######## alu_mc_sequencer_flat ########
<file path="config.mk">
export PLATFORM = sky130hd
export DESIGN_NAME = alu_mc_sequencer_flat
export DESIGN_NICKNAME = d
export VERILOG_FILES = /design/src/rtl/alu_mc_sequencer_if.sv /design/src/rtl/alu_mc_sequencer.sv /design/src/flat_wrapper.sv
export SDC_FILE = /design/constraint.sdc
export NUM_CORES = 1
export LEC_CHECK = 0
export ABC_AREA = 1
export ABC_CLOCK_PERIOD_IN_PS = 3500
export CAP_MARGIN = 20
export CORE_ASPECT_RATIO = 1.5
export CORE_UTILIZATION = 51
export DETAILED_ROUTE_END_ITERATION = 7
export PLACE_DENSITY = 0.83
export SLEW_MARGIN = 15
export SYNTH_ARGS = -nofsm -noshare
export SYNTH_HDL_FRONTEND = slang
export SYNTH_SLANG_ARGS = --single-unit
</file>
<file path="constraint.sdc">
create_clock -name clk -period 3.5 [get_ports clk]
set_input_delay 0.7 -clock clk [delete_from_list [all_inputs] [get_ports clk]]
set_output_delay 0.7 -clock clk [all_outputs]
set_load 0.02 [all_outputs]
</file>
<file path="src/rtl/alu_mc_sequencer_if.sv">
// Memory-port bundle between the multi-cycle sequencer (master) and the memory (slave).
// Carries the request/ready handshake and the fetched instruction word.
interface alu_mc_sequencer_if #(
  parameter int unsigned D_WIDTH = 32
);
  logic               mem_req;
  logic               mem_we;
  logic               mem_ready;
  logic [D_WIDTH-1:0] instr;

  modport master (
    output mem_req,
    output mem_we,
    input  mem_ready,
    input  instr
  );

  modport slave (
    input  mem_req,
    input  mem_we,
    output mem_ready,
    output instr
  );
endinterface

</file>
<file path="src/rtl/alu_mc_sequencer.sv">
// RV32I multi-cycle control sequencer: FETCH/DECODE/EXEC/MEM/WB with a req/ready memory port.
// Control outputs are decoded from registered state; only ir_we/pc_we/pcsrc see mem_ready/eq.
module alu_mc_sequencer #(
  parameter int unsigned D_WIDTH = 32
) (
  input  logic                      clk,
  input  logic                      rst,
  alu_mc_sequencer_if.master        bus,
  input  logic                      eq,
  output logic                      ir_we,
  output logic                      pc_we,
  output logic                      pcsrc,
  output logic                      alusrc,
  output logic [3:0]                aluctrl,
  output logic [2:0]                immsrc,
  output logic                      regwrite,
  output logic [1:0]                resultsrc,
  output logic                      illegal
);

  localparam logic [2:0] StFetch  = 3'd0;
  localparam logic [2:0] StDecode = 3'd1;
  localparam logic [2:0] StExec   = 3'd2;
  localparam logic [2:0] StMem    = 3'd3;
  localparam logic [2:0] StWb     = 3'd4;
  localparam logic [2:0] StTrap   = 3'd5;

  localparam logic [6:0] OpLoad   = 7'b0000011;
  localparam logic [6:0] OpImm    = 7'b0010011;
  localparam logic [6:0] OpAuipc  = 7'b0010111;
  localparam logic [6:0] OpStore  = 7'b0100011;
  localparam logic [6:0] OpReg    = 7'b0110011;
  localparam logic [6:0] OpLui    = 7'b0110111;
  localparam logic [6:0] OpBranch = 7'b1100011;
  localparam logic [6:0] OpJalr   = 7'b1100111;
  localparam logic [6:0] OpJal    = 7'b1101111;

  logic [2:0]         state_q, state_d;
  logic               run_q;
  logic [D_WIDTH-1:0] instr_q;
  logic [6:0]         op_q;
  logic [2:0]         f3_q;
  logic               f7b5_q;
  logic [4:0]         rd_q;

  logic       mem_req, mem_we;
  logic [3:0] alu_ctrl_dec;
  logic       alu_src_dec;
  logic [2:0] imm_src_dec;
  logic       is_load, is_store, is_branch, is_jump, op_legal, branch_taken;

  logic unused_instr;
  assign unused_instr = ^{instr_q[D_WIDTH-1:31], instr_q[29:15]};

  assign is_load   = (op_q == OpLoad);
  assign is_store  = (op_q == OpStore);
  assign is_branch = (op_q == OpBranch);
  assign is_jump   = (op_q == OpJal) || (op_q == OpJalr);
  assign op_legal  = instr_q[6:0] inside {OpLoad, OpImm, OpAuipc, OpStore, OpReg, OpLui,
                                          OpBranch, OpJalr, OpJal};

  // BEQ/BGE/BGEU are taken on eq=0, the other three on eq=1.
  assign branch_taken = f3_q[2] ? (eq ^ f3_q[0]) : (eq ^ ~f3_q[0]);

  // ALU controls depend only on the decoded instruction; held from EXEC through WB.
  always_comb begin
    alu_ctrl_dec = 4'b0000;
    alu_src_dec  = 1'b1;
    imm_src_dec  = 3'd0;
    case (op_q)
      OpReg: begin
        alu_ctrl_dec = {f7b5_q, f3_q};
        alu_src_dec  = 1'b0;
      end
      OpImm:   alu_ctrl_dec = {(f3_q == 3'b101) & f7b5_q, f3_q};
      OpStore: imm_src_dec = 3'd1;
      OpBranch: begin
        alu_src_dec  = 1'b0;
        imm_src_dec  = 3'd2;
        alu_ctrl_dec = f3_q[2] ? {3'b001, f3_q[1]} : 4'b0100;
      end
      OpLui: begin
        alu_ctrl_dec = 4'b1111;
        imm_src_dec  = 3'd3;
      end
      OpAuipc: imm_src_dec = 3'd3;
      OpJal:   imm_src_dec = 3'd4;
      default: ;
    endcase
  end

  always_comb begin
    state_d   = state_q;
    mem_req   = 1'b0;
    mem_we    = 1'b0;
    ir_we     = 1'b0;
    pc_we     = 1'b0;
    pcsrc     = 1'b0;
    alusrc    = 1'b0;
    aluctrl   = 4'b0000;
    immsrc    = 3'd0;
    regwrite  = 1'b0;
    resultsrc = 2'd0;
    illegal   = 1'b0;
    // run_q keeps every output low for the first cycle out of reset.
    if (run_q) begin
      if (state_q == StExec || state_q == StMem || state_q == StWb) begin
        alusrc  = alu_src_dec;
        aluctrl = alu_ctrl_dec;
        immsrc  = imm_src_dec;
      end
      case (state_q)
        StFetch: begin
          mem_req = 1'b1;
          if (bus.mem_ready) begin
            ir_we   = 1'b1;
            state_d = StDecode;
          end
        end
        StDecode: state_d = op_legal ? StExec : StTrap;
        StExec: begin
          if (is_branch) begin
            pc_we   = 1'b1;
            pcsrc   = branch_taken;
            state_d = StFetch;
          end else if (is_load || is_store) begin
            state_d = StMem;
          end else begin
            state_d = StWb;
          end
        end
        StMem: begin
          mem_req = 1'b1;
          mem_we  = is_store;
          if (bus.mem_ready) begin
            pc_we   = is_store;
            state_d = is_store ? StFetch : StWb;
          end
        end
        StWb: begin
          regwrite  = (rd_q != 5'd0);
          resultsrc = is_load ? 2'd1 : (is_jump ? 2'd2 : 2'd0);
          pc_we     = 1'b1;
          pcsrc     = is_jump;
          state_d   = StFetch;
        end
        StTrap:  illegal = 1'b1;
        default: state_d = StFetch;
      endcase
    end
  end

  assign bus.mem_req = mem_req;
  assign bus.mem_we  = mem_we;

  always_ff @(posedge clk or negedge rst) begin
    if (!rst) begin
      state_q <= StFetch;
      run_q   <= 1'b0;
      instr_q <= '0;
      op_q    <= 7'd0;
      f3_q    <= 3'd0;
      f7b5_q  <= 1'b0;
      rd_q    <= 5'd0;
    end else begin
      state_q <= state_d;
      run_q   <= 1'b1;
      if (ir_we) begin
        instr_q <= bus.instr;
      end
      if (state_q == StDecode) begin
        op_q   <= instr_q[6:0];
        f3_q   <= instr_q[14:12];
        f7b5_q <= instr_q[30];
        rd_q   <= instr_q[11:7];
      end
    end
  end

endmodule

</file>
<file path="src/flat_wrapper.sv">
// flat-port wrapper written by rule: the top's interface ports become plain ports
module alu_mc_sequencer_flat 
#(
  parameter int unsigned D_WIDTH = 32
)
  (clk, rst, eq, ir_we, pc_we, pcsrc, alusrc, aluctrl, immsrc, regwrite, resultsrc, illegal, bus_mem_req, bus_mem_we, bus_mem_ready, bus_instr);
  alu_mc_sequencer_if #(.D_WIDTH(D_WIDTH)) bus_i ();
  input  logic clk;
  input  logic rst;
  input  logic eq;
  output logic ir_we;
  output logic pc_we;
  output logic pcsrc;
  output logic alusrc;
  output logic [3:0] aluctrl;
  output logic [2:0] immsrc;
  output logic regwrite;
  output logic [1:0] resultsrc;
  output logic illegal;
  output wire logic [$bits(bus_i.mem_req)-1:0] bus_mem_req;
  output wire logic [$bits(bus_i.mem_we)-1:0] bus_mem_we;
  input wire logic [$bits(bus_i.mem_ready)-1:0] bus_mem_ready;
  input wire logic [$bits(bus_i.instr)-1:0] bus_instr;
  assign bus_mem_req = bus_i.mem_req;
  assign bus_mem_we = bus_i.mem_we;
  assign bus_i.mem_ready = bus_mem_ready;
  assign bus_i.instr = bus_instr;
  alu_mc_sequencer #(.D_WIDTH(D_WIDTH)) u_core (.clk(clk), .rst(rst), .bus(bus_i), .eq(eq), .ir_we(ir_we), .pc_we(pc_we), .pcsrc(pcsrc), .alusrc(alusrc), .aluctrl(aluctrl), .immsrc(immsrc), .regwrite(regwrite), .resultsrc(resultsrc), .illegal(illegal));
endmodule
</file>
######## alu_arbiter ########
## config.mk

```make
export PLATFORM = sky130hd
export DESIGN_NAME = alu_arbiter
export DESIGN_NICKNAME = d
export VERILOG_FILES = /design/src/rtl/alu_arbiter.sv
export SDC_FILE = /design/constraint.sdc
export NUM_CORES = 1
export LEC_CHECK = 0
export ABC_CLOCK_PERIOD_IN_PS = 6300
export CELL_PAD_IN_SITES_DETAIL_PLACEMENT = 0
export CELL_PAD_IN_SITES_GLOBAL_PLACEMENT = 1
export CORE_ASPECT_RATIO = 0.8
export CORE_MARGIN = 2
export CORE_UTILIZATION = 28
export DETAILED_ROUTE_END_ITERATION = 8
export GPL_TIMING_DRIVEN = 0
export PLACE_DENSITY = 0.93
export REMOVE_ABC_BUFFERS = 1
export SYNTH_ARGS = -nofsm -noshare
export SYNTH_HDL_FRONTEND = slang
export SYNTH_SLANG_ARGS = --single-unit
```

## constraint.sdc

```tcl
create_clock -name clk -period 6.3 [get_ports clk]
set_clock_uncertainty 0.05 [all_clocks]
set_input_delay 1.26 -clock clk [delete_from_list [all_inputs] [get_ports clk]]
set_output_delay 1.26 -clock clk [all_outputs]
set_load 0.005 [all_outputs]
```

## src/rtl/alu_arbiter.sv

```systemverilog
`default_nettype none
// ============================================================================
// Module      : alu_arbiter
// Description : Round-robin arbiter granting two requesters access to one
//               shared external ALU. The granted operation is held on the ALU
//               for SETTLE_CYCLES cycles, the result is captured, and it is
//               returned through a valid/ready response port. Unsupported op
//               codes bypass the ALU and return an error response.
// Revision    : 1.0 - initial release
// ============================================================================
module alu_arbiter #(
    parameter int SETTLE_CYCLES = 1
) (
    input  logic        clk,
    input  logic        reset,
    input  logic        req0_valid,
    output logic        req0_ready,
    input  logic [3:0]  req0_op,
    input  logic [31:0] req0_a,
    input  logic [31:0] req0_b,
    input  logic        req1_valid,
    output logic        req1_ready,
    input  logic [3:0]  req1_op,
    input  logic [31:0] req1_a,
    input  logic [31:0] req1_b,
    output logic [3:0]  alu_control,
    output logic [31:0] input1,
    output logic [31:0] input2,
    input  logic [31:0] alu_result,
    input  logic        zero,
    output logic        rsp_valid,
    input  logic        rsp_ready,
    output logic        rsp_id,
    output logic [31:0] rsp_result,
    output logic        rsp_zero,
    output logic        rsp_err
);

    typedef enum logic [1:0] {
        IDLE = 2'd0,
        EXEC = 2'd1,
        RESP = 2'd2
    } state_t;

    // Counter value on the last EXEC cycle.
    localparam logic [3:0] C_SETTLE_LAST = 4'(SETTLE_CYCLES - 1);

    state_t      state_q, state_d;
    logic        prio_q, prio_d;      // requester that wins a tie
    logic [3:0]  cnt_q, cnt_d;        // EXEC settle counter
    logic        id_q, id_d;
    logic [3:0]  ctl_q, ctl_d;
    logic [31:0] in1_q, in1_d;
    logic [31:0] in2_q, in2_d;
    logic [31:0] res_q, res_d;
    logic        zero_q, zero_d;
    logic        err_q, err_d;

    logic        grant_valid;
    logic        grant_id;
    logic [3:0]  sel_op;
    logic [31:0] sel_a;
    logic [31:0] sel_b;
    logic        op_ok;

    // Grant selection, op decode and next-state / output logic.
    always_comb begin
        state_d    = state_q;
        prio_d     = prio_q;
        cnt_d      = cnt_q;
        id_d       = id_q;
        ctl_d      = ctl_q;
        in1_d      = in1_q;
        in2_d      = in2_q;
        res_d      = res_q;
        zero_d     = zero_q;
        err_d      = err_q;
        req0_ready = 1'b0;
        req1_ready = 1'b0;

        grant_valid = req0_valid | req1_valid;
        grant_id    = (req0_valid && req1_valid) ? prio_q : ~req0_valid;
        sel_op      = grant_id ? req1_op : req0_op;
        sel_a       = grant_id ? req1_a  : req0_a;
        sel_b       = grant_id ? req1_b  : req0_b;

        case (sel_op)
            4'b0010, 4'b0110, 4'b0000,
            4'b0001, 4'b1100, 4'b1001: op_ok = 1'b1;
            default:                   op_ok = 1'b0;
        endcase

        case (state_q)
            IDLE: begin
                if (grant_valid && !reset) begin
                    req0_ready = ~grant_id;
                    req1_ready = grant_id;
                    id_d       = grant_id;
                    prio_d     = ~grant_id;
                    if (op_ok) begin
                        // Only legal ops ever reach the ALU pins.
                        ctl_d   = sel_op;
                        in1_d   = sel_a;
                        in2_d   = sel_b;
                        cnt_d   = 4'd0;
                        state_d = EXEC;
                    end else begin
                        res_d   = 32'd0;
                        zero_d  = 1'b0;
                        err_d   = 1'b1;
                        state_d = RESP;
                    end
                end
            end
            EXEC: begin
                if (cnt_q == C_SETTLE_LAST) begin
                    res_d   = alu_result;
                    zero_d  = zero;
                    err_d   = 1'b0;
                    state_d = RESP;
                end else begin
                    cnt_d = cnt_q + 4'd1;
                end
            end
            RESP: begin
                if (rsp_ready) begin
                    state_d = IDLE;
                end
            end
            default: state_d = IDLE;
        endcase
    end

    // State and datapath registers with synchronous reset.
    always_ff @(posedge clk) begin
        if (reset) begin
            state_q <= IDLE;
            prio_q  <= 1'b0;
            cnt_q   <= 4'd0;
            id_q    <= 1'b0;
            ctl_q   <= 4'd0;
            in1_q   <= 32'd0;
            in2_q   <= 32'd0;
            res_q   <= 32'd0;
            zero_q  <= 1'b0;
            err_q   <= 1'b0;
        end else begin
            state_q <= state_d;
            prio_q  <= prio_d;
            cnt_q   <= cnt_d;
            id_q    <= id_d;
            ctl_q   <= ctl_d;
            in1_q   <= in1_d;
            in2_q   <= in2_d;
            res_q   <= res_d;
            zero_q  <= zero_d;
            err_q   <= err_d;
        end
    end

    assign alu_control = ctl_q;
    assign input1      = in1_q;
    assign input2      = in2_q;
    assign rsp_valid   = (state_q == RESP);
    assign rsp_id      = id_q;
    assign rsp_result  = res_q;
    assign rsp_zero    = zero_q;
    assign rsp_err     = err_q;

endmodule
`default_nettype wire

```

######## multicycle_controller ########
### src/rtl/controller_pkg.sv
`default_nettype none
// ============================================================================
//  Module      : controller_pkg
//  Description : Shared constants for the multi-cycle MIPS controller:
//                opcode / funct / REGIMM rt codes, ALUControl codes, state
//                encoding, memory access size encoding and the internal
//                instruction class codes produced by alu_decode.
//  Revision    : 1.0 - initial release
// ============================================================================
package controller_pkg;

    // ---------------------------------------------------------------- states
    typedef logic [2:0] state_t;
    localparam state_t c_st_fetch  = 3'd0;
    localparam state_t c_st_decode = 3'd1;
    localparam state_t c_st_exec   = 3'd2;
    localparam state_t c_st_mem    = 3'd3;
    localparam state_t c_st_wb     = 3'd4;

    // --------------------------------------------------------------- opcodes
    localparam logic [5:0] c_op_rtype    = 6'b000000;
    localparam logic [5:0] c_op_regimm   = 6'b000001;
    localparam logic [5:0] c_op_j        = 6'b000010;
    localparam logic [5:0] c_op_jal      = 6'b000011;
    localparam logic [5:0] c_op_beq      = 6'b000100;
    localparam logic [5:0] c_op_bne      = 6'b000101;
    localparam logic [5:0] c_op_blez     = 6'b000110;
    localparam logic [5:0] c_op_bgtz     = 6'b000111;
    localparam logic [5:0] c_op_addi     = 6'b001000;
    localparam logic [5:0] c_op_slti     = 6'b001010;
    localparam logic [5:0] c_op_andi     = 6'b001100;
    localparam logic [5:0] c_op_ori      = 6'b001101;
    localparam logic [5:0] c_op_xori     = 6'b001110;
    localparam logic [5:0] c_op_special2 = 6'b011100;
    localparam logic [5:0] c_op_lb       = 6'b100000;
    localparam logic [5:0] c_op_lh       = 6'b100001;
    localparam logic [5:0] c_op_lw       = 6'b100011;
    localparam logic [5:0] c_op_sb       = 6'b101000;
    localparam logic [5:0] c_op_sh       = 6'b101001;
    localparam logic [5:0] c_op_sw       = 6'b101011;

    // ---------------------------------------------------------------- functs
    localparam logic [5:0] c_fn_sll = 6'b000000;
    localparam logic [5:0] c_fn_srl = 6'b000010;
    localparam logic [5:0] c_fn_jr  = 6'b001000;
    localparam logic [5:0] c_fn_add = 6'b100000;
    localparam logic [5:0] c_fn_sub = 6'b100010;
    localparam logic [5:0] c_fn_and = 6'b100100;
    localparam logic [5:0] c_fn_or  = 6'b100101;
    localparam logic [5:0] c_fn_xor = 6'b100110;
    localparam logic [5:0] c_fn_nor = 6'b100111;
    localparam logic [5:0] c_fn_slt = 6'b101010;
    // funct of mul under the SPECIAL2 opcode
    localparam logic [5:0] c_fn_mul = 6'b000010;

    // ------------------------------------------------------- REGIMM rt codes
    localparam logic [4:0] c_rt_bltz = 5'b00000;
    localparam logic [4:0] c_rt_bgez = 5'b00001;

    // ----------------------------------------------------- ALUControl codes
    localparam logic [4:0] c_alu_add  = 5'b00001;
    localparam logic [4:0] c_alu_sub  = 5'b00010;
    localparam logic [4:0] c_alu_mul  = 5'b00011;
    localparam logic [4:0] c_alu_sll  = 5'b00100;
    localparam logic [4:0] c_alu_srl  = 5'b00101;
    localparam logic [4:0] c_alu_and  = 5'b00110;
    localparam logic [4:0] c_alu_or   = 5'b00111;
    localparam logic [4:0] c_alu_xor  = 5'b01000;
    localparam logic [4:0] c_alu_nor  = 5'b01101;
    localparam logic [4:0] c_alu_slt  = 5'b01110;
    localparam logic [4:0] c_alu_none = 5'b11111;

    // ------------------------------------------------- memory access sizes
    localparam logic [1:0] c_sz_none = 2'b00;
    localparam logic [1:0] c_sz_word = 2'b01;
    localparam logic [1:0] c_sz_half = 2'b10;
    localparam logic [1:0] c_sz_byte = 2'b11;

    // --------------------------------------------------- instruction class
    typedef logic [3:0] iclass_t;
    localparam iclass_t c_cls_none   = 4'd0;
    localparam iclass_t c_cls_ralu   = 4'd1;  // R-type ALU op, writes rd
    localparam iclass_t c_cls_ialu   = 4'd2;  // I-type ALU op, writes rt
    localparam iclass_t c_cls_mul    = 4'd3;
    localparam iclass_t c_cls_load   = 4'd4;
    localparam iclass_t c_cls_store  = 4'd5;
    localparam iclass_t c_cls_branch = 4'd6;
    localparam iclass_t c_cls_j      = 4'd7;
    localparam iclass_t c_cls_jal    = 4'd8;
    localparam iclass_t c_cls_jr     = 4'd9;

    // Access size of a load/store opcode; c_sz_none for anything else.
    function automatic logic [1:0] mem_size(input logic [5:0] opcode);
        logic [1:0] sz;
        case (opcode)
            c_op_lw, c_op_sw: sz = c_sz_word;
            c_op_lh, c_op_sh: sz = c_sz_half;
            c_op_lb, c_op_sb: sz = c_sz_byte;
            default:          sz = c_sz_none;
        endcase
        return sz;
    endfunction

endpackage
`default_nettype wire

### src/rtl/alu_decode.sv
`default_nettype none
// ============================================================================
//  Module      : alu_decode
//  Description : Combinational decode of opcode / funct / rt into the ALU
//                operation, operand selects, instruction class and legality.
//  Ports       : i_opcode   [5:0] instruction opcode field
//                i_funct    [5:0] instruction funct field
//                i_rt       [4:0] rt field (selects REGIMM branch kind)
//                o_alu_ctl  [4:0] ALUControl code
//                o_alu_src        ALU B operand is the immediate
//                o_shift          ALU A operand is shamt
//                o_iclass   [3:0] instruction class
//                o_legal          opcode/funct combination is implemented
//  Revision    : 1.0 - initial release
// ============================================================================
module alu_decode
    import controller_pkg::*;
(
    input  logic [5:0] i_opcode,
    input  logic [5:0] i_funct,
    input  logic [4:0] i_rt,
    output logic [4:0] o_alu_ctl,
    output logic       o_alu_src,
    output logic       o_shift,
    output iclass_t    o_iclass,
    output logic       o_legal
);

    always_comb begin
        o_alu_ctl = c_alu_none;
        o_alu_src = 1'b0;
        o_shift   = 1'b0;
        o_iclass  = c_cls_none;
        o_legal   = 1'b1;

        case (i_opcode)
            c_op_rtype: begin
                o_iclass = c_cls_ralu;
                case (i_funct)
                    c_fn_add: o_alu_ctl = c_alu_add;
                    c_fn_sub: o_alu_ctl = c_alu_sub;
                    c_fn_and: o_alu_ctl = c_alu_and;
                    c_fn_or:  o_alu_ctl = c_alu_or;
                    c_fn_xor: o_alu_ctl = c_alu_xor;
                    c_fn_nor: o_alu_ctl = c_alu_nor;
                    c_fn_slt: o_alu_ctl = c_alu_slt;
                    c_fn_sll: begin
                        o_alu_ctl = c_alu_sll;
                        o_shift   = 1'b1;
                    end
                    c_fn_srl: begin
                        o_alu_ctl = c_alu_srl;
                        o_shift   = 1'b1;
                    end
                    c_fn_jr:  o_iclass = c_cls_jr;
                    default: begin
                        o_iclass = c_cls_none;
                        o_legal  = 1'b0;
                    end
                endcase
            end
            c_op_special2: begin
                if (i_funct == c_fn_mul) begin
                    o_iclass  = c_cls_mul;
                    o_alu_ctl = c_alu_mul;
                end else begin
                    o_legal = 1'b0;
                end
            end
            c_op_addi, c_op_slti, c_op_andi, c_op_ori, c_op_xori: begin
                o_iclass  = c_cls_ialu;
                o_alu_src = 1'b1;
                case (i_opcode)
                    c_op_addi: o_alu_ctl = c_alu_add;
                    c_op_slti: o_alu_ctl = c_alu_slt;
                    c_op_andi: o_alu_ctl = c_alu_and;
                    c_op_ori:  o_alu_ctl = c_alu_or;
                    default:   o_alu_ctl = c_alu_xor;
                endcase
            end
            c_op_lb, c_op_lh, c_op_lw: begin
                o_iclass  = c_cls_load;
                o_alu_ctl = c_alu_add;
                o_alu_src = 1'b1;
            end
            c_op_sb, c_op_sh, c_op_sw: begin
                o_iclass  = c_cls_store;
                o_alu_ctl = c_alu_add;
                o_alu_src = 1'b1;
            end
            c_op_beq, c_op_bne, c_op_blez, c_op_bgtz: o_iclass = c_cls_branch;
            c_op_regimm: begin
                if (i_rt == c_rt_bltz || i_rt == c_rt_bgez) begin
                    o_iclass = c_cls_branch;
                end else begin
                    o_legal = 1'b0;
                end
            end
            c_op_j:   o_iclass = c_cls_j;
            c_op_jal: o_iclass = c_cls_jal;
            default:  o_legal = 1'b0;
        endcase
    end

endmodule
`default_nettype wire

### src/rtl/multicycle_controller.sv
`default_nettype none
// ============================================================================
//  Module      : multicycle_controller
//  Description : Multi-cycle MIPS control unit. Steps each instruction
//                through FETCH / DECODE / EXEC / MEM / WB and drives the
//                shared datapath selects and enables. Includes a memory
//                ready handshake with timeout and sticky error flags.
//  Options     : MULDIV_STALL_EN - when defined, mul holds EXEC for
//                MUL_CYCLES cycles; otherwise mul takes one EXEC cycle.
//  Ports       : Clk, Reset (sync, active-high)
//                Instruction[31:0]  IR contents, stable DECODE..WB
//                BranchOutput       branch comparator result
//                MemReady           data memory finished this cycle
//                IRWrite, PCWrite, RegWrite, ALUSrc, RegDst, MemToReg,
//                Jump, Jal, Jr, ShiftControl, PCSrc   datapath controls
//                MemWrite[1:0], MemRead[1:0]  access size (00 = none)
//                ALUControl[4:0]    ALU operation
//                IllegalOp, MemFault sticky error flags
//                StateOut[2:0]      current state (debug)
//  Revision    : 1.0 - initial release
// ============================================================================
module multicycle_controller
    import controller_pkg::*;
#(
    parameter int MUL_CYCLES  = 4,
    parameter int MEM_TIMEOUT = 15,
    parameter int CNT_W       = 4
) (
    input  logic        Clk,
    input  logic        Reset,
    input  logic [31:0] Instruction,
    input  logic        BranchOutput,
    input  logic        MemReady,
    output logic        IRWrite,
    output logic        PCWrite,
    output logic        RegWrite,
    output logic        ALUSrc,
    output logic        RegDst,
    output logic        MemToReg,
    output logic        Jump,
    output logic        Jal,
    output logic        Jr,
    output logic        ShiftControl,
    output logic        PCSrc,
    output logic [1:0]  MemWrite,
    output logic [1:0]  MemRead,
    output logic [4:0]  ALUControl,
    output logic        IllegalOp,
    output logic        MemFault,
    output logic [2:0]  StateOut
);

    // Last MEM cycle index before a timeout abort (first MEM cycle is 0).
    localparam logic [CNT_W-1:0] c_mem_last = CNT_W'(MEM_TIMEOUT - 1);
`ifdef MULDIV_STALL_EN
    localparam logic [CNT_W-1:0] c_mul_last = CNT_W'(MUL_CYCLES - 1);
`else
    localparam int c_unused_mul_cycles = MUL_CYCLES;
`endif

    state_t           r_state;
    state_t           w_next;
    logic [CNT_W-1:0] r_cnt;
    logic             w_mem_timeout;

    // Decoded view of the instruction held for EXEC..WB
    iclass_t          r_cls;
    logic [4:0]       r_alu_ctl;
    logic             r_alu_src;
    logic             r_shift;
    logic [1:0]       r_msize;

    logic             r_illegal;
    logic             r_memfault;

    logic [4:0]       w_dec_alu_ctl;
    logic             w_dec_alu_src;
    logic             w_dec_shift;
    iclass_t          w_dec_cls;
    logic             w_dec_legal;

    // rs, rd, shamt and immediate bits belong to the datapath only
    logic             w_unused_instr;
    assign w_unused_instr = ^{Instruction[25:21], Instruction[15:6]};

    alu_decode u_alu_decode (
        .i_opcode  (Instruction[31:26]),
        .i_funct   (Instruction[5:0]),
        .i_rt      (Instruction[20:16]),
        .o_alu_ctl (w_dec_alu_ctl),
        .o_alu_src (w_dec_alu_src),
        .o_shift   (w_dec_shift),
        .o_iclass  (w_dec_cls),
        .o_legal   (w_dec_legal)
    );

    // ------------------------------------------------------------ next state
    always_comb begin
        w_next        = r_state;
        w_mem_timeout = 1'b0;
        case (r_state)
            c_st_fetch:  w_next = c_st_decode;
            c_st_decode: w_next = w_dec_legal ? c_st_exec : c_st_fetch;
            c_st_exec: begin
                case (r_cls)
                    c_cls_load, c_cls_store: w_next = c_st_mem;
                    c_cls_ralu, c_cls_ialu:  w_next = c_st_wb;
`ifdef MULDIV_STALL_EN
                    c_cls_mul: w_next = (r_cnt == c_mul_last) ? c_st_wb : c_st_exec;
`else
                    c_cls_mul: w_next = c_st_wb;
`endif
                    default: w_next = c_st_fetch;
                endcase
            end
            c_st_mem: begin
                // MemReady takes priority over a timeout on the same cycle
                if (MemReady) begin
                    w_next = (r_cls == c_cls_load) ? c_st_wb : c_st_fetch;
                end else if (r_cnt == c_mem_last) begin
                    w_next        = c_st_fetch;
                    w_mem_timeout = 1'b1;
                end
            end
            c_st_wb:  w_next = c_st_fetch;
            default:  w_next = c_st_fetch;
        endcase
    end

    // ------------------------------------------------------- state register
    always_ff @(posedge Clk) begin
        if (Reset) begin
            r_state <= c_st_fetch;
            r_cnt   <= '0;
        end else begin
            r_state <= w_next;
            // The counter only runs while a state repeats (MEM wait or
            // mul stall), so clearing on every transition covers entry.
            if (w_next != r_state) begin
                r_cnt <= '0;
            end else begin
                r_cnt <= r_cnt + 1'b1;
            end
        end
    end

    // Capture happens at the end of DECODE: the IR itself is loaded on the
    // FETCH->DECODE edge, so DECODE is the first cycle the fields are valid.
    always_ff @(posedge Clk) begin
        if (Reset) begin
            r_cls     <= c_cls_none;
            r_alu_ctl <= c_alu_none;
            r_alu_src <= 1'b0;
            r_shift   <= 1'b0;
            r_msize   <= c_sz_none;
        end else if (r_state == c_st_decode) begin
            r_cls     <= w_dec_cls;
            r_alu_ctl <= w_dec_alu_ctl;
            r_alu_src <= w_dec_alu_src;
            r_shift   <= w_dec_shift;
            r_msize   <= mem_size(Instruction[31:26]);
        end
    end

    always_ff @(posedge Clk) begin
        if (Reset) begin
            r_illegal  <= 1'b0;
            r_memfault <= 1'b0;
        end else begin
            if (r_state == c_st_decode && !w_dec_legal) begin
                r_illegal <= 1'b1;
            end
            if (w_mem_timeout) begin
                r_memfault <= 1'b1;
            end
        end
    end

    // -------------------------------------------------------------- outputs
    // While Reset is high every control is forced idle so an access that
    // is cut short never writes memory, the register file or the PC.
    always_comb begin
        IRWrite      = 1'b0;
        PCWrite      = 1'b0;
        RegWrite     = 1'b0;
        ALUSrc       = 1'b0;
        RegDst       = 1'b0;
        MemToReg     = 1'b0;
        Jump         = 1'b0;
        Jal          = 1'b0;
        Jr           = 1'b0;
        ShiftControl = 1'b0;
        PCSrc        = 1'b0;
        MemWrite     = c_sz_none;
        MemRead      = c_sz_none;
        ALUControl   = c_alu_none;

        if (!Reset) begin
            case (r_state)
                c_st_fetch: begin
                    IRWrite = 1'b1;
                    PCWrite = 1'b1;
                end
                c_st_exec: begin
                    ALUControl   = r_alu_ctl;
                    ALUSrc       = r_alu_src;
                    ShiftControl = r_shift;
                    case (r_cls)
                        c_cls_branch: begin
                            PCSrc   = BranchOutput;
                            PCWrite = BranchOutput;
                        end
                        c_cls_j: begin
                            Jump    = 1'b1;
                            PCWrite = 1'b1;
                        end
                        c_cls_jr: begin
                            Jr      = 1'b1;
                            PCWrite = 1'b1;
                        end
                        c_cls_jal: begin
                            Jump     = 1'b1;
                            Jal      = 1'b1;
                            PCWrite  = 1'b1;
                            RegWrite = 1'b1;
                        end
                        default: ;
                    endcase
                end
                c_st_mem: begin
                    ALUControl = c_alu_add;
                    ALUSrc     = 1'b1;
                    if (r_cls == c_cls_load) begin
                        MemRead = r_msize;
                    end else begin
                        MemWrite = r_msize;
                    end
                end
                c_st_wb: begin
                    RegWrite     = 1'b1;
                    RegDst       = (r_cls == c_cls_ralu) || (r_cls == c_cls_mul);
                    MemToReg     = (r_cls != c_cls_load);
                    ALUControl   = r_alu_ctl;
                    ALUSrc       = r_alu_src;
                    ShiftControl = r_shift;
                end
                default: ;
            endcase
        end
    end

    assign IllegalOp = r_illegal;
    assign MemFault  = r_memfault;
    assign StateOut  = r_state;

endmodule
`default_nettype wire

### config.mk
export PLATFORM = sky130hd
export DESIGN_NAME = multicycle_controller
export DESIGN_NICKNAME = d
export VERILOG_FILES = /design/src/rtl/controller_pkg.sv /design/src/rtl/alu_decode.sv /design/src/rtl/multicycle_controller.sv
export SDC_FILE = /design/constraint.sdc
export NUM_CORES = 1
export LEC_CHECK = 0
export ABC_AREA = 1
export CAP_MARGIN = 15
export CORE_MARGIN = 3
export CORE_UTILIZATION = 46
export DETAILED_ROUTE_END_ITERATION = 12
export GPL_ROUTABILITY_DRIVEN = 0
export PLACE_DENSITY = 0.81
export SYNTH_ARGS = -nofsm -noshare
export SYNTH_HDL_FRONTEND = slang
export SYNTH_HIERARCHICAL = 1
export SYNTH_SLANG_ARGS = --single-unit
export TNS_END_PERCENT = 20
### constraint.sdc
create_clock -name Clk -period 2 [get_ports Clk]
set_input_delay 0.5 -clock Clk [delete_from_list [all_inputs] [get_ports Clk]]
set_output_delay 0.5 -clock Clk [all_outputs]
set_load 0.01 [all_outputs]
Fig. 1: alu_arbiter, floorplan with the power grid
(2 px per um) Pins as bars on the die edge.
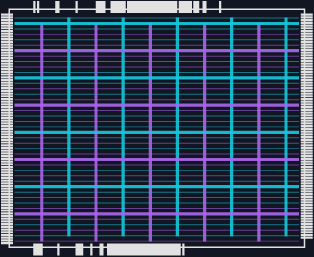
Cyan is VDD. Purple is VSS.
10 straps on met4. 280 signal pins sit on the boundary. 8 straps on met5.

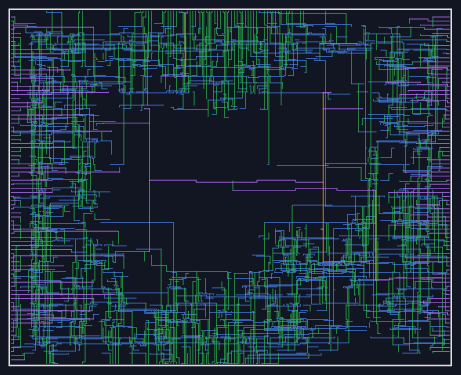
Fig. 2. Signal wires by layer (alu_arbiter).
(3 px per um)
Blue is M1, wire length 6,190 um. Purple is M3, wire length 1,660 um. Green is M2, wire length 7,000 um. Orange is M4, wire length 155 um.
routed via count: 4,704
total track usage: 17.1%
routed len/inst: 15.1 um
WL final: 15.0 mm

==> impl_metrics.py, alu_arbiter <==
# Generated from Yosys and OpenROAD reports
metrics = {
    "logic_synthesis": {
        "yosysWarnings": 0,
        "topCombFamilyByArea": "AND-OR/OR-AND gates",
        "top_cell_area_share_pct": 48.2,
        "synth_chip_area_mm2": 0.00457,
        "synth.distinct_cells": 39,
        "yosysTopAreaCell": "dfxtp_1",
        "simple_gate_area_share_pct": 20.8,
        "synth.cells.most_frequent": "136 x nand2_1, 110 x dfxtp_1, 75 x nor2_1",
        "synthMuxAreaShare_pct": 1.07,
        "synth-edff-count": 0,
    },
    "cells_and_area": {
        "fin_util_pct": 49.2,
    },
    "placement": {
        "port_buffers": 279,
        "place_inst": 979,
    },
    "worst_setup_path": {
        "worst_setup_path_start_kind": "input pin",
        "critPathBufInv": 2,
        "cp_data_required_time_ns": 4.99,
        "cp.depth": 5,
        "crit_slowest_cell": "clkdlybuf4s50_1",
    },
    "grt": {
        "grt_max_degree": 89,
    },
    "floorplan": {
        "boundaryPins": 280,
    },
    "clocking": {
        "cts_tree": "built",
        "cts.hold.buffers_added": 0,
        "cts_resized": 0,
    },
    "job": {
        "tool_warnings": 26,
    },
    "outcome": {
        "run_status": "completed",
    },
    "routing": {
        "dr.pass1.iters": 4,
    },
    "sta": {
        "hold_ws_ns": 0.427,
    },
}
==> alu_arbiter: final cells by class <==
cell class	instances	area, um^2	share of cell area (%)
clock buffers	11	243	3.11
clock inverters	5	40.0	0.513
inverters	4	15.0	0.192
multi-input cells	365	2130	27.3
flip-flops and latches	110	2200	28.2
well taps	215	269	3.45
repair buffers	285	2910	37.3
==> alu_arbiter: per-stage QoR <==
step           instance area, um^2  power, mW
4_1_cts                       7800       1.80
6_report                      7800       1.77
2_1_floorplan                 4310      0.959
3_3_place_gp                  7370       1.24
5_1_grt                       7800       1.87
3_5_place_dp                  7520       1.24
==> alu_arbiter: state kept, by name, indices dropped and copies added (netlist names) <==
signal,flops
rsp_err,1
alu_control,4
rsp_result,32
input1,32
prio_q,1
input2,32
cnt_q,4
rsp_id,1
rsp_zero,1
state_q,2
==> alu_arbiter: report_power, final <==
group,leakage [nW],switching (mW),internal [mW]
Clock,0.141,0.267,0.284
Sequential,0.897,0.0315,0.752
Combinational,1.78,0.175,0.260
Total,2.82,0.474,1.30
==> alu_arbiter: layer usage <==
metal / up-vias / track usage, %
li1: 2365 / -
met1: 2139 / 19.7
met2: 187 / 28.7
met3: 13 / 8.15
met4: 0 / 4.00
met5: - / 0
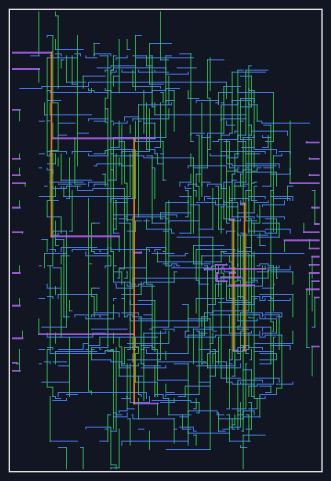
Fig. 3. Signal wires by layer (alu_mc_sequencer_flat).
(6 px per um)
Green is M2, wire length 1,910 um. Blue is M1, wire length 1,550 um. Orange is M4, wire length 121 um. Purple is M3, wire length 130 um.

==> impl_metrics.py, alu_mc_sequencer_flat <==
# Generated from Yosys and OpenROAD reports
metrics = {
    "routing": {
        "wl_met3_um": 129,
        "top_layer_used": "met4",
    },
    "logic_synthesis": {
        "async_flop_share_pct": 100,
        "synth.cell_area_mm2": 0.00190,
        "syn_nets": 296,
        "synthMuxAreaShare_pct": 0,
        "synth-edff-count": 0,
    },
    "clocking": {
        "clock-sinks": 36,
        "clock_path_buffers": 2,
        "htree_levels": 2,
        "root_buffer": "clkbuf_8",
        "cts.hold.buffers_added": 0,
    },
    "floorplan": {
        "boundaryPins": 53,
    },
    "worst_setup_path": {
        "path_max_fanout": 1,
        "cp_data_required_time_ns": 2.80,
    },
    "grt": {
        "use_met2_pct": 36.9,
        "top_usage_layer": "met2",
        "overflow": 0,
        "grtUsageMet1_pct": 24.3,
        "antenna_found_initial": 0,
    },
    "sta": {
        "maxClockFrequency_ghz": 0.337,
        "hold_ws_ns": 0.465,
        "tns_ns": 0,
        "finalSetupViolCount": 0,
        "finalClockPeriodUsage_pct": 84.7,
    },
    "cells_and_area": {
        "area_delta_synth_final_pct": 24.8,
    },
    "outcome": {
        "run_status": "completed",
    },
    "power_and_ir_drop": {
        "power_frac_seq_pct": 42.7,
    },
}
alu_mc_sequencer_flat: cell usage in the layout (no fill, tap or decap), drive strengths merged:
cell	instances
nand2	108
clkdlybuf4s50	36
dfrtp	36
inv	29
nor2	26
o21ai	19
nand3	14
a21oi	11
nor3	7
clkbuf	6
buf	2
xnor2	1
xor2	1
bufinv	1
clkinv	1
conb	1
alu_mc_sequencer_flat: critical path: stages:
cell and delay [ns]:
clkdlybuf4s50_1 0.48, xnor2_1 0.13, xor2_1 0.16, nand2_1 0.07, a21oi_1 0.12, clkdlybuf4s50_1 0.61
alu_mc_sequencer_flat: final cells by class:
class	instances	area (um^2)	area share [%]
timing repair buffer	38	375	15.8
inverter	29	109	4.58
clock buffer	6	72.6	3.06
tap	42	52.6	2.21
clock inverter	2	35.0	1.48
sequential	36	901	37.9
multi-input combinational	188	830	34.9
alu_mc_sequencer_flat: power by group through the flow:
stage | registers (mW) | logic [mW] | clock network [mW]
6_report | 0.732 | 0.633 | 0.349
5_1_grt | 0.756 | 0.730 | 0.377
3_3_place_gp | 0.727 | 0.613 | 0
4_1_cts | 0.729 | 0.641 | 0.354
3_5_place_dp | 0.735 | 0.635 | 0
2_1_floorplan | 0.704 | 0.524 | 0
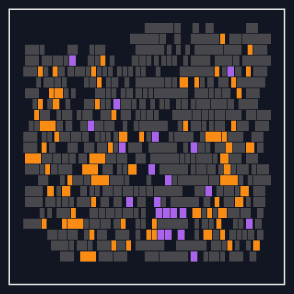
Fig. 4. Logic cells by family (multicycle_controller).
(4 px per um)
Purple is aoi and oai cells, cells 21, most used a21oi_1. Orange is nor cells, cells 68, most used nor2_1.

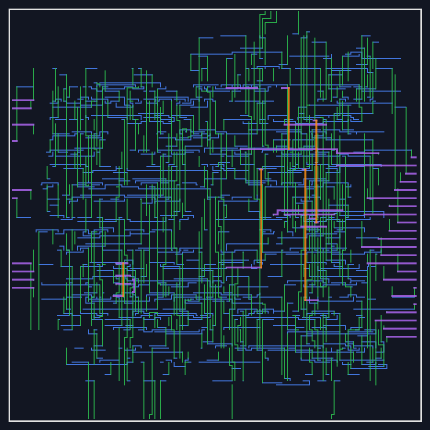
Fig. 5. Signal wires by layer (multicycle_controller).
(6 px per um)
Blue is M1, wire length 2,070 um. Orange is M4, wire length 70.7 um. Purple is M3, wire length 222 um. Green is M2, wire length 2,440 um.
WL final: 4.80 mm
routed len/inst: 10.5 um
total track usage: 21.4%
routed via count: 2,247

==> impl_metrics.py, multicycle_controller <==
# Generated from Yosys and OpenROAD reports
metrics = {
    "worst_setup_path": {
        "cp.arrival_ns": 2.10,
        "slowest_delay_ns": 0.45,
        "crit_chain": "clkdlybuf4s50_1 -> buf_4 -> nor2_4 -> nand3_1 -> nand2_2 -> nor2_4 -> inv_1 -> nor2_1 -> nand3_2 -> nand4_1 -> nand3_1 -> nand2_1 -> inv_1",
        "endpoint": "StateOut[1]",
        "path_max_fanout": 6,
        "r2r_slack_ns": 0.61,
    },
    "sta": {
        "tightest_slew_ns": 0.346,
        "rsz0062_at_grt": "yes",
        "maxClockFrequency_ghz": 0.518,
    },
    "cells_and_area": {
        "design_area_mm2": 0.00275,
    },
    "power_and_ir_drop": {
        "power_frac_seq_pct": 42.5,
        "p_sw_share_pct": 30.1,
    },
    "grt": {
        "antenna_found_initial": 0,
    },
    "hold_path": {
        "hold_start": "r_alu_src",
        "holdPathEnd": "r_alu_src",
    },
    "logic_synthesis": {
        "yosysWarnings": 6,
        "avgSynthCellArea_um2": 5.72,
        "top_cell_area_share_pct": 24.6,
        "ys_ff": 22,
    },
    "outcome": {
        "run_status": "completed",
    },
    "floorplan": {
        "die_h_um": 68.4,
        "num_rows": 22,
    },
    "clocking": {
        "cts.hold.buffers_added": 0,
    },
}
[multicycle_controller: worst min-delay path, delay by kind of cell (launching register included)]
kind            cells  cell delay (ns)
simple gates        1             0.06
flops               1             0.31
compound gates      1             0.05
[multicycle_controller: power groups by stage]
stage | Sequential, mW | Clock, mW | Combinational, mW
5_1_grt | 0.488 | 0.338 | 0.386
3_5_place_dp | 0.491 | 0 | 0.332
2_1_floorplan | 0.493 | 0 | 0.175
4_1_cts | 0.482 | 0.317 | 0.332
6_report | 0.485 | 0.313 | 0.342
3_3_place_gp | 0.490 | 0 | 0.326
[multicycle_controller: metal layers]
layer  wire (um)  track usage [%]  share of wire, %
met5           0                0                 0
met4          70             4.22               1.5
met3         222             2.30               4.6
met2        2440             42.2                51
met1        2070             24.3                43
[multicycle_controller: cell type report]
| cell class | instances | area [um^2] |
|---|---|---|
| Fill cell | 321 | 967 |
| Clock buffer | 4 | 55.1 |
| Timing Repair Buffer | 97 | 800 |
| Inverter | 46 | 173 |
| Multi-Input combinational cell | 241 | 1210 |
| Tap cell | 48 | 60.1 |
| Sequential cell | 22 | 452 |


==> screenshots <==
Routed clock nets over the placement.
panel A
(2 px per um)
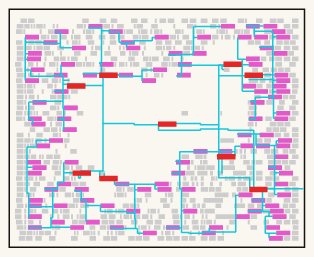
panel B
(4 px per um)
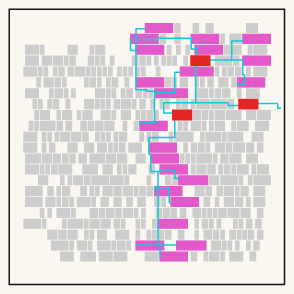
panel C
(4 px per um)
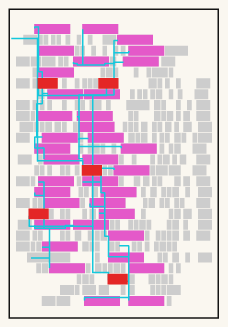
alu_arbiter -> panel A
multicycle_controller -> panel B
alu_mc_sequencer_flat -> panel C
- fewest sequential cells: panel B

Key to panel B:
Magenta is flip-flops, count 22. Red is clock-net drivers, count 3. Cyan is clock wires, length 227 um.
There are 4 routed clock nets.


==> layout pictures side by side <==
Clock wiring as the flow saved it.
image #1
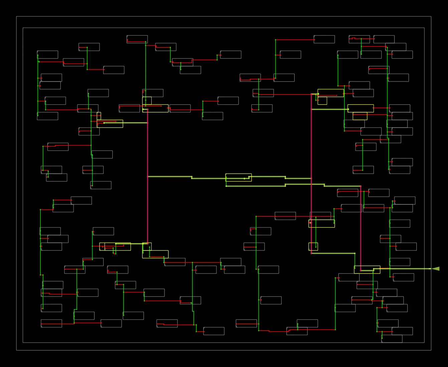
image #2
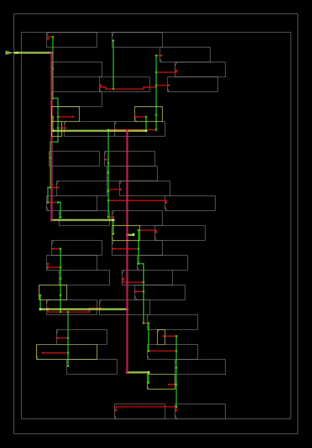
image #3
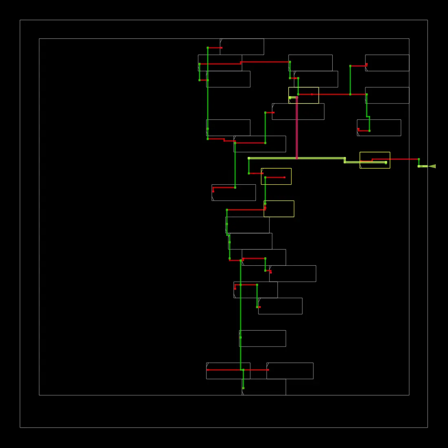
The one with the most clock buffers is image #1.
image #3: multicycle_controller
image #2: alu_mc_sequencer_flat
image #1: alu_arbiter

Power and IR drop assume default switching activity.
